# ---- credit_tx_sender_flat ----
[src/rtl/credit_tx_sender_if.sv]
// rtl/credit_tx_sender_if.sv - source, link, credit and flush signals of the credit-gated sender
// CREDIT_TX_PARITY_EN adds tx_parity to the link side.
interface credit_tx_sender_if #(
  parameter int DATA_WIDTH  = 32,
  parameter int MAX_CREDITS = 8
);
  localparam int CNT_W = $clog2(MAX_CREDITS + 1);

  logic                  in_valid;
  logic                  in_ready;
  logic [DATA_WIDTH-1:0] in_data;
  logic                  tx_valid;
  logic [DATA_WIDTH-1:0] tx_data;
  logic                  crd_ret;
  logic                  flush_req;
  logic                  flush_done;
  logic [CNT_W-1:0]      credit_avail;
  logic                  crd_err;
`ifdef CREDIT_TX_PARITY_EN
  logic                  tx_parity;
`endif

  modport master (
    input  in_valid, in_data, crd_ret, flush_req,
`ifdef CREDIT_TX_PARITY_EN
    output tx_parity,
`endif
    output in_ready, tx_valid, tx_data, flush_done, credit_avail, crd_err
  );

  modport slave (
    output in_valid, in_data, crd_ret, flush_req,
`ifdef CREDIT_TX_PARITY_EN
    input  tx_parity,
`endif
    input  in_ready, tx_valid, tx_data, flush_done, credit_avail, crd_err
  );
endinterface

[src/rtl/credit_tx_sender.sv]
// rtl/credit_tx_sender.sv - credit-gated link sender with flush/drain sequence
// CREDIT_TX_PARITY_EN adds a registered even-parity bit alongside tx_data.
module credit_tx_sender #(
  parameter int DATA_WIDTH  = 32,
  parameter int MAX_CREDITS = 8
) (
  input  logic               clk,
  input  logic               rst,
  credit_tx_sender_if.master bus
);
  localparam int CNT_W = $clog2(MAX_CREDITS + 1);
  localparam logic [CNT_W-1:0] MAX_CNT = CNT_W'(MAX_CREDITS);

  typedef enum logic [1:0] {RUN, DRAIN, DONE} state_t;

  state_t                state;
  logic [CNT_W-1:0]      credit_avail;
  logic                  tx_valid;
  logic [DATA_WIDTH-1:0] tx_data;
  logic                  flush_done;
  logic                  crd_err;
  logic                  in_ready;
  logic                  send;
  logic                  overflow;
  logic                  ret;
  logic [CNT_W-1:0]      cnt_next;

  assign in_ready = (state == RUN) && (credit_avail != '0);
  assign send     = bus.in_valid && in_ready;
  // A return at full count is only harmless when a send consumes a credit in the same cycle.
  assign overflow = bus.crd_ret && (credit_avail == MAX_CNT) && !send;
  assign ret      = bus.crd_ret && !overflow;
  assign cnt_next = credit_avail - {{(CNT_W-1){1'b0}}, send} + {{(CNT_W-1){1'b0}}, ret};

  always_ff @(posedge clk or posedge rst) begin
    if (rst) begin
      state        <= RUN;
      credit_avail <= MAX_CNT;
      tx_valid     <= 1'b0;
      tx_data      <= '0;
      flush_done   <= 1'b0;
      crd_err      <= 1'b0;
    end else begin
      tx_valid     <= send;
      credit_avail <= cnt_next;
      flush_done   <= 1'b0;
      if (send) tx_data <= bus.in_data;
      if (overflow) crd_err <= 1'b1;
      case (state)
        RUN:   if (bus.flush_req) state <= DRAIN;
        DRAIN: if (cnt_next == MAX_CNT) begin
                 state      <= DONE;
                 flush_done <= 1'b1;
               end
        DONE:  state <= RUN;
        default: state <= RUN;
      endcase
    end
  end

`ifdef CREDIT_TX_PARITY_EN
  logic tx_parity;

  always_ff @(posedge clk or posedge rst) begin
    if (rst) tx_parity <= 1'b0;
    else if (send) tx_parity <= ^bus.in_data;
  end

  assign bus.tx_parity = tx_parity;
`endif

  assign bus.in_ready     = in_ready;
  assign bus.tx_valid     = tx_valid;
  assign bus.tx_data      = tx_data;
  assign bus.flush_done   = flush_done;
  assign bus.credit_avail = credit_avail;
  assign bus.crd_err      = crd_err;
endmodule

[src/flat_wrapper.sv]
// flat-port wrapper written by rule: the top's interface ports become plain ports
module credit_tx_sender_flat 
#(
  parameter int DATA_WIDTH  = 32,
  parameter int MAX_CREDITS = 8
)
  (clk, rst, bus_in_valid, bus_in_data, bus_crd_ret, bus_flush_req, bus_in_ready, bus_tx_valid, bus_tx_data, bus_flush_done, bus_credit_avail, bus_crd_err);
  credit_tx_sender_if #(.DATA_WIDTH(DATA_WIDTH), .MAX_CREDITS(MAX_CREDITS)) bus_i ();
  input  logic clk;
  input  logic rst;
  input wire logic [$bits(bus_i.in_valid)-1:0] bus_in_valid;
  input wire logic [$bits(bus_i.in_data)-1:0] bus_in_data;
  input wire logic [$bits(bus_i.crd_ret)-1:0] bus_crd_ret;
  input wire logic [$bits(bus_i.flush_req)-1:0] bus_flush_req;
  output wire logic [$bits(bus_i.in_ready)-1:0] bus_in_ready;
  output wire logic [$bits(bus_i.tx_valid)-1:0] bus_tx_valid;
  output wire logic [$bits(bus_i.tx_data)-1:0] bus_tx_data;
  output wire logic [$bits(bus_i.flush_done)-1:0] bus_flush_done;
  output wire logic [$bits(bus_i.credit_avail)-1:0] bus_credit_avail;
  output wire logic [$bits(bus_i.crd_err)-1:0] bus_crd_err;
  assign bus_i.in_valid = bus_in_valid;
  assign bus_i.in_data = bus_in_data;
  assign bus_i.crd_ret = bus_crd_ret;
  assign bus_i.flush_req = bus_flush_req;
  assign bus_in_ready = bus_i.in_ready;
  assign bus_tx_valid = bus_i.tx_valid;
  assign bus_tx_data = bus_i.tx_data;
  assign bus_flush_done = bus_i.flush_done;
  assign bus_credit_avail = bus_i.credit_avail;
  assign bus_crd_err = bus_i.crd_err;
  credit_tx_sender #(.DATA_WIDTH(DATA_WIDTH), .MAX_CREDITS(MAX_CREDITS)) u_core (.clk(clk), .rst(rst), .bus(bus_i));
endmodule
[config.mk]
export PLATFORM = sky130hd
export DESIGN_NAME = credit_tx_sender_flat
export DESIGN_NICKNAME = d
export VERILOG_FILES = /design/src/rtl/credit_tx_sender_if.sv /design/src/rtl/credit_tx_sender.sv /design/src/flat_wrapper.sv
export SDC_FILE = /design/constraint.sdc
export NUM_CORES = 1
export LEC_CHECK = 0
export ABC_AREA = 1
export CAP_MARGIN = 30
export CORE_MARGIN = 1
export CORE_UTILIZATION = 35
export CTS_CLUSTER_SIZE = 40
export DETAILED_ROUTE_END_ITERATION = 12
export PLACE_DENSITY = 0.81
export SLEW_MARGIN = 25
export SYNTH_ARGS = -nofsm -noshare
export SYNTH_HDL_FRONTEND = slang
export SYNTH_SLANG_ARGS = --single-unit
[constraint.sdc]
create_clock -name clk -period 2.7 [get_ports clk]
set_input_delay 0.27 -clock clk [delete_from_list [all_inputs] [get_ports clk]]
set_output_delay 0.27 -clock clk [all_outputs]
set_load 0.02 [all_outputs]
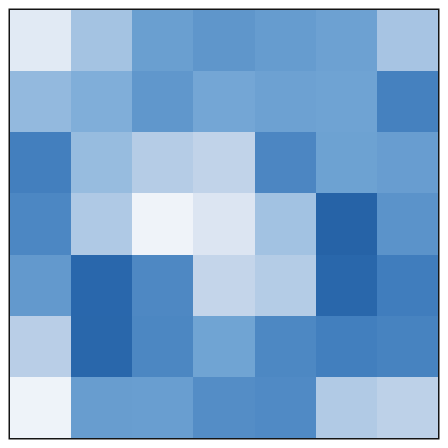
**Above:** credit_tx_sender_flat (cell area per tile).
7 x 7 tiles, from white (low) to dark blue (high), 0 to 100% covered.
8.2% of the tiles are over 75% full. The fullest tile reaches 80%. The mean over all tiles is 50%. The emptiest ninth of the die: middle. The densest ninth of the die: right middle.
post-route core utilization: 0.570
FP Util: 0.366
Core ar.: 0.00475 mm²

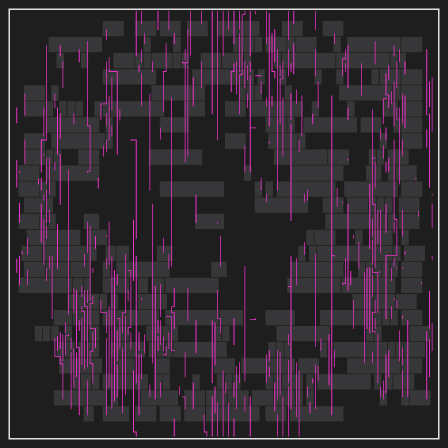
**Above:** credit_tx_sender_flat (metal 2).
252 nets have wire on it. The layer carries 1970 µm of wire. The longest straight run is 54.1 µm. The wires run mostly vertical.
vias: 1478
met2 GRT Util: 0.297
Final Routed Wirelength: 3940 µm

==> flow_summary.toml <==
# yosys + openroad results
[layout]
reg_top3 = "u_core.bus.tx_data: 32 flops, u_core.bus.credit_avail: 4 flops, u_core.state: 2 flops"
lay_top_count = "nand2_1"
comb_area_frac = 0.227
logic_gate_count = 130
drive_gt1_frac = 0.0912
regMostFlops = "u_core.bus.tx_data"
clk_share = 0.0383
bufAreaShareNonClock = 0.305
final_cell_count_no_fill = 341

[outcome]
outcome = "completed"

[pwr]
clock_power_uw = 466
maxPowerGroup = "combinational cells"
p_sw_mw = 1.35
p_int_mw = 2.05
p_leak_nw = 1.35
comb_power_share = 0.547
total_power_mw = 3.40
pg_seq_mw = 1.07
swShare = 0.397

[synth]
xor_area_frac = 0
synth-seq-area-share = 0.590
ys_sh_mux = 0
syn_inst = 191
ys_async_sr_fraction = 1.00
syn_nets = 235
yosys_area_mm2 = 0.00174
top_area_cell = "dfrtp_1"
synth_area_mm2 = 0.00174
common_cells = "nand2_1, dfrtp_1, inv_1, ha_1, nor2_1"
logic_family = "simple AND/OR/NAND/NOR gates"
yosys_warnings = 0

[clocking]
cts.sinks = 41
cts_buffers = 5
cts_root_buf = "clkbuf_8"
cts.hold.buffers_added = 0
insertion_delay_ns = 0.28
cts_tree = "done"

[worst_setup_path]
cpMaxStageDelayCell = "dfstp_2"
worstPathMaxFanout = 4
critPathCaptureType = "register"
worstRegToRegCells = 14
cp.required_ns = 2.88
r2r_end = "u_core.state[0]"
crit_end = "u_core.state[0]"
crit_type = "register to register"

[grt]
met3_usage = 0.0500
grt_usage = 0.166

[routing]
wl_met2_um = 1970
drcViolationCount = 0
ant_nets = 0
wl_per_cell_um = 11.6

[run]
maxCapViolations = 0

[final_timing]
fmaxAchievable_mhz = 388
finalHoldViolCount = 0
setup_viol = 0
min_period_over_period = 0.956
fin_tns_setup_ns = 0
worst_pin_slew_ns = 0.491

[die]
nWellTaps = 67
die_h_um = 72.5
top_level_ports = 77

[placement]
dp_hpwl_um = 2780
numPortBuffers = 76
dp.cells = 331
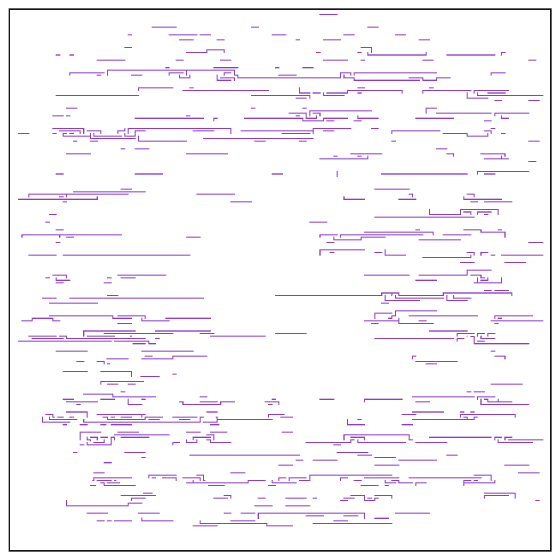
**Above:** credit_tx_sender_flat (the metal 1 layer).
263 nets have wire on it. The longest straight run is 17.9 µm. The layer holds 41% of the routed length.


# ---- io_port_bank_p ----
**io_port_bank_p: metal 2**

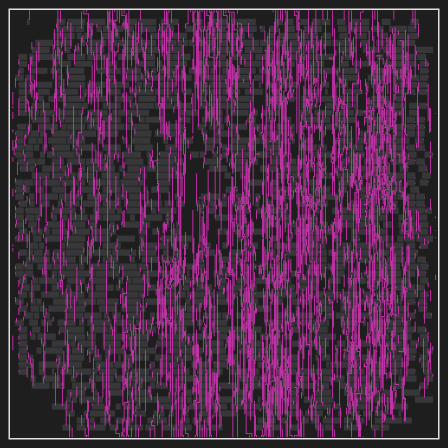
**io_port_bank_p: register map, names as in the netlist**

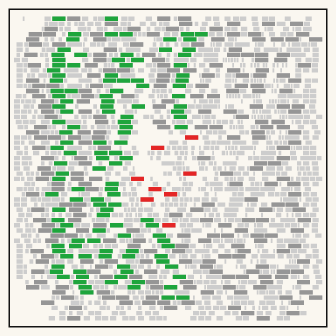
==> src/rtl/io_port_bank_p.sv <==
// io_port_bank_p: memory-mapped bank of NUM_PORTS output latches and NUM_PORTS
// synchronised input ports on a DATA_W-bit CPU bus. Output latches are readable
// back; input ports pass through a two-flop synchroniser before being read.
// Optional build macro IO_CHANGE_IRQ_EN adds per-port change flags, a
// status/clear register at IRQ_ADDR and the irq output (irq is tied 0 otherwise).
module io_port_bank_p #(
  parameter int unsigned       NUM_PORTS = 16,
  parameter int unsigned       DATA_W    = 8,
  parameter int unsigned       ADDR_W    = 8,
  parameter logic [ADDR_W-1:0] BASE_OUT  = 'hE0,
  parameter logic [ADDR_W-1:0] BASE_IN   = 'hF0,
  parameter logic [ADDR_W-1:0] IRQ_ADDR  = 'hDF
) (
  input  logic                        clk,
  input  logic                        reset,
  input  logic [ADDR_W-1:0]           address,
  input  logic                        write,
  input  logic                        read,
  input  logic [DATA_W-1:0]           data_in,
  output logic [DATA_W-1:0]           data_out,
  input  logic [NUM_PORTS*DATA_W-1:0] port_in,
  output logic [NUM_PORTS*DATA_W-1:0] port_out,
  output logic                        irq
);

  localparam int unsigned     IDX_W      = (NUM_PORTS > 1) ? $clog2(NUM_PORTS) : 1;
  localparam logic [ADDR_W:0] PORT_COUNT = (ADDR_W+1)'(NUM_PORTS);

`ifdef IO_CHANGE_IRQ_EN
  localparam bit IRQ_EN = 1'b1;
`else
  localparam bit IRQ_EN = 1'b0;
`endif

  // Address windows in plain integers, used only for the configuration check.
  localparam int unsigned OUT_LO = 32'(BASE_OUT);
  localparam int unsigned IN_LO  = 32'(BASE_IN);
  localparam int unsigned IRQ_A  = 32'(IRQ_ADDR);
  localparam bit WIN_CLASH = (OUT_LO < IN_LO + NUM_PORTS) && (IN_LO < OUT_LO + NUM_PORTS);
  localparam bit IRQ_CLASH = IRQ_EN &&
                             (((IRQ_A >= OUT_LO) && (IRQ_A < OUT_LO + NUM_PORTS)) ||
                              ((IRQ_A >= IN_LO)  && (IRQ_A < IN_LO  + NUM_PORTS)));

  // Overlapping address windows would make the decode ambiguous.
  cfg_window_check: assert property (@(posedge clk) !(WIN_CLASH || IRQ_CLASH));

  logic [NUM_PORTS-1:0][DATA_W-1:0] out_q;
  logic [NUM_PORTS-1:0][DATA_W-1:0] sync1_q;
  logic [NUM_PORTS-1:0][DATA_W-1:0] sync2_q;

  logic [ADDR_W-1:0] out_off;
  logic [ADDR_W-1:0] in_off;
  logic              out_hit;
  logic              in_hit;
  logic [IDX_W-1:0]  out_sel;
  logic [IDX_W-1:0]  in_sel;
  logic [DATA_W-1:0] rd_data;

  // Offsets wrap in ADDR_W bits, so an address below a base looks huge and misses.
  assign out_off = address - BASE_OUT;
  assign in_off  = address - BASE_IN;
  assign out_hit = ({1'b0, out_off} < PORT_COUNT);
  assign in_hit  = ({1'b0, in_off} < PORT_COUNT);
  assign out_sel = out_off[IDX_W-1:0];
  assign in_sel  = in_off[IDX_W-1:0];

  assign port_out = out_q;

  // Output latches: load the addressed port on a CPU write.
  always_ff @(posedge clk) begin
    // NOTE: sequential state uses non-blocking assignments so every flop samples pre-edge values.
    if (reset) begin
      // NOTE: the latch array is a handful of flops that drive pins, so it is reset, unlike a RAM.
      out_q <= '0;
    end else if (write && out_hit) begin
      out_q[out_sel] <= data_in;
    end
  end

  // Two-flop synchroniser for the asynchronous input pins.
  always_ff @(posedge clk) begin
    if (reset) begin
      sync1_q <= '0;
      sync2_q <= '0;
    end else begin
      sync1_q <= port_in;
      sync2_q <= sync1_q;
    end
  end

`ifdef IO_CHANGE_IRQ_EN
  logic [NUM_PORTS-1:0][DATA_W-1:0] prev_q;
  logic [NUM_PORTS-1:0]             flag_q;
  logic [NUM_PORTS-1:0]             flag_set;
  logic [NUM_PORTS-1:0]             flag_clr;
  logic                             irq_q;
  logic                             irq_hit;
  logic [DATA_W-2:0]                pend_idx;
  logic [DATA_W-1:0]                irq_status;

  assign irq_hit = (address == IRQ_ADDR);

  // Per-port set on a synchronised value change, clear on a write of the port index.
  always_comb begin
    // NOTE: defaults first so no path through this block leaves a signal unassigned (no latches).
    flag_set = '0;
    flag_clr = '0;
    for (int i = 0; i < int'(NUM_PORTS); i++) begin
      flag_set[i] = (sync2_q[i] != prev_q[i]);
      flag_clr[i] = write && irq_hit && (data_in == DATA_W'(i));
    end
  end

  // Lowest pending index: scan downwards so the smallest set flag wins.
  always_comb begin
    pend_idx = '0;
    for (int i = int'(NUM_PORTS) - 1; i >= 0; i--) begin
      if (flag_q[i]) pend_idx = (DATA_W-1)'(i);
    end
  end

  assign irq_status = (|flag_q) ? {1'b1, pend_idx} : '0;

  // Change history, sticky flags (set beats clear) and the registered interrupt.
  always_ff @(posedge clk) begin
    if (reset) begin
      prev_q <= '0;
      flag_q <= '0;
      irq_q  <= 1'b0;
    end else begin
      prev_q <= sync2_q;
      flag_q <= (flag_q & ~flag_clr) | flag_set;
      irq_q  <= |flag_q;
    end
  end

  assign irq = irq_q;
`else
  assign irq = 1'b0;
`endif

  // Read mux: unmapped addresses return zero.
  always_comb begin
    rd_data = '0;
    if (in_hit) begin
      rd_data = sync2_q[in_sel];
    end else if (out_hit) begin
      rd_data = out_q[out_sel];
    end
`ifdef IO_CHANGE_IRQ_EN
    else if (irq_hit) begin
      rd_data = irq_status;
    end
`endif
  end

  // Registered read port: updates only on a read strobe, holds otherwise.
  always_ff @(posedge clk) begin
    if (reset) begin
      data_out <= '0;
    end else if (read) begin
      data_out <= rd_data;
    end
  end

endmodule
==> config.mk <==
export PLATFORM = sky130hd
export DESIGN_NAME = io_port_bank_p
export DESIGN_NICKNAME = d
export VERILOG_FILES = /design/src/rtl/io_port_bank_p.sv
export SDC_FILE = /design/constraint.sdc
export NUM_CORES = 1
export LEC_CHECK = 0
export CAP_MARGIN = 10
export CORE_MARGIN = 1.5
export CORE_UTILIZATION = 53
export CTS_BUF_LIST = sky130_fd_sc_hd__clkbuf_8
export DETAILED_ROUTE_END_ITERATION = 7
export GPL_TIMING_DRIVEN = 1
export PLACE_DENSITY_LB_ADDON = 0.12
export SYNTH_ARGS = -nofsm -noshare
export SYNTH_HDL_FRONTEND = slang
export SYNTH_SLANG_ARGS = --single-unit
==> constraint.sdc <==
create_clock -name clk -period 3.01 [get_ports clk]
set_clock_uncertainty 0.2 [all_clocks]
set_input_delay 0.602 -clock clk [delete_from_list [all_inputs] [get_ports clk]]
set_output_delay 0.602 -clock clk [all_outputs]
set_load 0.05 [all_outputs]
==> flow_summary.toml <==
# yosys + openroad results
[pwr]
total_power_mw = 10.5
swShare = 0.228
powerDensity_mw_per_mm2 = 562
clock_power_mw = 4.27
p_int_mw = 8.08
irDropWorstVdd_mv = 0.342
p_clk_frac = 0.408
pg_comb_uw = 799

[layout]
largest_class = "sequential cells"
layout.nets = 1707
antenna-diode-count = 1
seq_share = 0.421
clk_share = 0.0646
logic_area_mm2 = 0.00587
fin_area_mm2 = 0.0186
comb_area_frac = 0.315
seqCellArea_mm2 = 0.00785

[outcome]
violations = "design-rule violations"
outcome = "complete, but fails checks"

[routing]
drcViolationCount = 21
wl_per_cell_um = 17.8
topRoutingLayerUsed = "met4"
ant_nets = 0
drt_iter0_drc = 760

[grt]
grt_pass1_vias = 9778
grt_pass1_wl_um = 53700
met1_usage = 0.313
grt_busiest_layer = "met2"
grt_usage = 0.246

[worst_setup_path]
cpMaxStageDelayCell = "clkdlybuf4s50_1"
crit_type = "register to output pin"
worstRegToRegCells = 6
worstPathMaxFanout = 3

[synth]
top_area_frac = 0.554
syn_avg_cell_area_um2 = 11.2
ys_types = 45
synth-seq-area-share = 0.554
logic_family = "simple AND/OR/NAND/NOR gates"
yosys_warnings = 0
ys_async_sr_fraction = 0
syn_inst = 1261
yosys_area_mm2 = 0.0142

[clocking]
cts_buffers = 59

[final_timing]
hold-worst-slack_ns = 0.196
fin_tns_setup_ns = 0
min_period_ns = 2.66
finalHoldViolCount = 0
worst_pin_slew_ns = 0.815

[die]
initCoreUtil = 0.542
## Picture notes: 'metal 2' of io_port_bank_p
1376 nets have wire on it. The longest straight run is 73.4 µm.
met2 GRT Util: 0.420
vias: 10027
Final Routed Wirelength: 34500 µm

## Picture notes: 'register map, names as in the netlist' of io_port_bank_p
Red shows `data_out`, sequential cells 8, where middle. Green shows `sync2_q`, sequential cells 128.
Another 256 sequential cells are not coloured.
post-route core utilization: 0.713
P_seq: 5.40 mW


# ---- seq_detector_prog ----
**seq_detector_prog: the metal 1 layer**

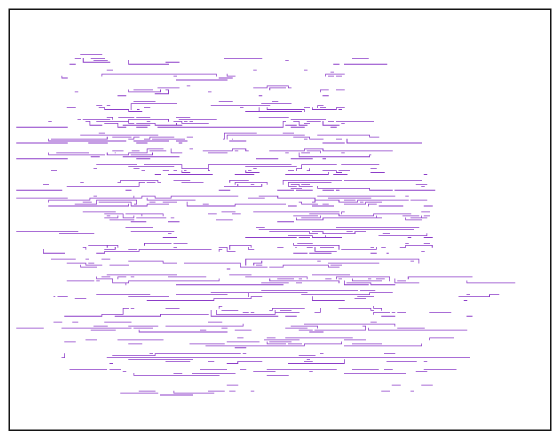
**seq_detector_prog: cell outlines without signal wires**

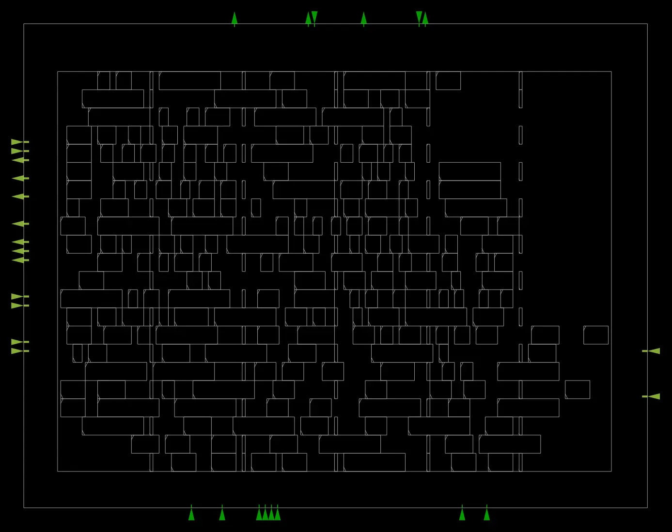
<file path="config.mk">
export PLATFORM = sky130hd
export DESIGN_NAME = seq_detector_prog
export DESIGN_NICKNAME = d
export VERILOG_FILES = /design/src/rtl/seq_det_pkg.sv /design/src/rtl/seq_det_match_cnt.sv /design/src/rtl/seq_detector_prog.sv
export SDC_FILE = /design/constraint.sdc
export NUM_CORES = 1
export LEC_CHECK = 0
export CAP_MARGIN = 20
export CELL_PAD_IN_SITES_DETAIL_PLACEMENT = 1
export CELL_PAD_IN_SITES_GLOBAL_PLACEMENT = 2
export CORE_ASPECT_RATIO = 0.75
export CORE_MARGIN = 5
export CORE_UTILIZATION = 37
export DETAILED_ROUTE_END_ITERATION = 10
export HOLD_SLACK_MARGIN = 0.12
export PLACE_DENSITY = 0.93
export REMOVE_ABC_BUFFERS = 1
export SLEW_MARGIN = 20
export SYNTH_ARGS = -nofsm -noshare
export SYNTH_HDL_FRONTEND = slang
export SYNTH_SLANG_ARGS = --single-unit
</file>
<file path="constraint.sdc">
create_clock -name clk -period 9.4 [get_ports clk]
set_clock_uncertainty 0.1 [all_clocks]
set_input_delay 1.88 -clock clk [delete_from_list [all_inputs] [get_ports clk]]
set_output_delay 1.88 -clock clk [all_outputs]
set_load 0.05 [all_outputs]
</file>
<file path="src/rtl/seq_det_pkg.sv">
// Shared types and helpers for the programmable sequence detector.
package seq_det_pkg;

  typedef enum logic [1:0] {
    IDLE  = 2'd0,
    HUNT  = 2'd1,
    ARMED = 2'd2
  } state_t;

  // A pattern length is usable only if it is between 1 and the history depth.
  function automatic logic len_legal(input int unsigned len, input int unsigned max_len);
    return (len >= 1) && (len <= max_len);
  endfunction

endpackage

</file>
<file path="src/rtl/seq_det_match_cnt.sv">
// Saturating match counter with synchronous clear; holds at all-ones.
module seq_det_match_cnt #(
  parameter int CNT_W = 8
) (
  input  logic             clk,
  input  logic             reset,
  input  logic             clear,
  input  logic             inc,
  output logic [CNT_W-1:0] count
);

  // NOTE: sequential state is written with non-blocking assignments only.
  always_ff @(posedge clk or posedge reset) begin
    if (reset) begin
      count <= '0;
    end else if (clear) begin
      count <= '0;
    end else if (inc && (count != {CNT_W{1'b1}})) begin
      count <= count + CNT_W'(1);
    end
  end

endmodule

</file>
<file path="src/rtl/seq_detector_prog.sv">
// Runtime-programmable serial sequence detector: loadable pattern/length,
// overlap select, valid-qualified input and a saturating match counter.
module seq_detector_prog
  import seq_det_pkg::*;
#(
  parameter int MAX_LEN = 8,
  parameter int LEN_W   = 4,
  parameter int CNT_W   = 8
) (
  input  logic               clk,
  input  logic               reset,
  input  logic               inp,
  input  logic               in_valid,
  input  logic               cfg_load,
  input  logic [MAX_LEN-1:0] cfg_pattern,
  input  logic [LEN_W-1:0]   cfg_len,
  input  logic               cfg_overlap,
  output logic               out,
  output logic [CNT_W-1:0]   match_count,
  output logic               cfg_err,
  output logic               armed
);

  state_t             state;
  logic [MAX_LEN-1:0] pattern;
  logic [LEN_W-1:0]   len;
  logic               overlap;
  logic [MAX_LEN-1:0] history;
  logic [LEN_W-1:0]   fill;

  logic               len_ok;
  logic               accept;
  logic [MAX_LEN-1:0] hist_next;
  logic [MAX_LEN-1:0] mask;
  logic [LEN_W-1:0]   fill_inc;
  logic               hit;

  assign len_ok = len_legal(32'(cfg_len), MAX_LEN);

  // NOTE: every always_comb output gets a default first so no latch is inferred.
  always_comb begin
    accept    = in_valid && !cfg_load && (state != IDLE);
    hist_next = {history[MAX_LEN-2:0], inp};
    fill_inc  = (fill < len) ? fill + LEN_W'(1) : fill;
    mask      = '0;
    for (int i = 0; i < MAX_LEN; i++) begin
      mask[i] = (i < int'(len));
    end
    // Bits older than the pattern length are masked out of the compare.
    hit = accept && (fill_inc >= len) && (((hist_next ^ pattern) & mask) == '0);
  end

  always_ff @(posedge clk or posedge reset) begin
    if (reset) begin
      state   <= IDLE;
      pattern <= '0;
      len     <= '0;
      overlap <= 1'b0;
      history <= '0;
      fill    <= '0;
      out     <= 1'b0;
      cfg_err <= 1'b0;
      armed   <= 1'b0;
    end else begin
      out <= 1'b0;
      if (cfg_load) begin
        history <= '0;
        fill    <= '0;
        armed   <= 1'b0;
        if (len_ok) begin
          state   <= HUNT;
          pattern <= cfg_pattern;
          len     <= cfg_len;
          overlap <= cfg_overlap;
          cfg_err <= 1'b0;
        end else begin
          state   <= IDLE;
          cfg_err <= 1'b1;
        end
      end else if (accept) begin
        history <= hist_next;
        out     <= hit;
        if (hit && !overlap) begin
          // Non-overlapping: restart the fill; stale history stays masked by fill.
          fill  <= '0;
          state <= HUNT;
          armed <= 1'b0;
        end else if (fill_inc == len) begin
          fill  <= fill_inc;
          state <= ARMED;
          armed <= 1'b1;
        end else begin
          fill  <= fill_inc;
          state <= HUNT;
          armed <= 1'b0;
        end
      end
    end
  end

  seq_det_match_cnt #(
    .CNT_W(CNT_W)
  ) u_match_cnt (
    .clk  (clk),
    .reset(reset),
    .clear(cfg_load),
    .inc  (hit),
    .count(match_count)
  );

endmodule

</file>
==> flow_summary.toml <==
# yosys + openroad results
[layout]
nFillCells = 574
utilization = 0.477
clk_share = 0.0371
comb_area_frac = 0.414

[clocking]
cts.hold.buffers_added = 0
cts_tree = "done"
cts_buffers = 5

[grt]
met1_usage = 0.215
grt_antenna_before_repair = 0
grt_pass1_wl_um = 8080
grt_pass1_vias = 1633

[routing]
wl_met1_um = 2330

[pwr]
maxPowerGroup = "sequential cells"
p_leak_nw = 1.01
irDropWorstVdd_mv = 0.0854
pg_seq_uw = 183

[placement]
dp.cells = 268

[final_timing]
hold-worst-slack_ns = 0.405
fin_tns_setup_ns = 0

[worst_hold_path]
hold_start = "cfg_err"
hp-class = "register to register"

[die]
core_mm2 = 0.00495

[outcome]
outcome = "completed"

[worst_setup_path]
cp.required_ns = 9.48
critPathArrivalTime_ns = 4.37

[synth]
xor_area_frac = 0.0455
## Picture notes: 'the metal 1 layer' of seq_detector_prog
The wires run mostly horizontal. The longest straight run is 62.6 µm. The layer holds 51% of the routed length.

## Picture notes: 'cell outlines without signal wires' of seq_detector_prog
non-filler instance count after layout: 276
# rows: 22


Power is estimated from default activity; no workload was simulated.
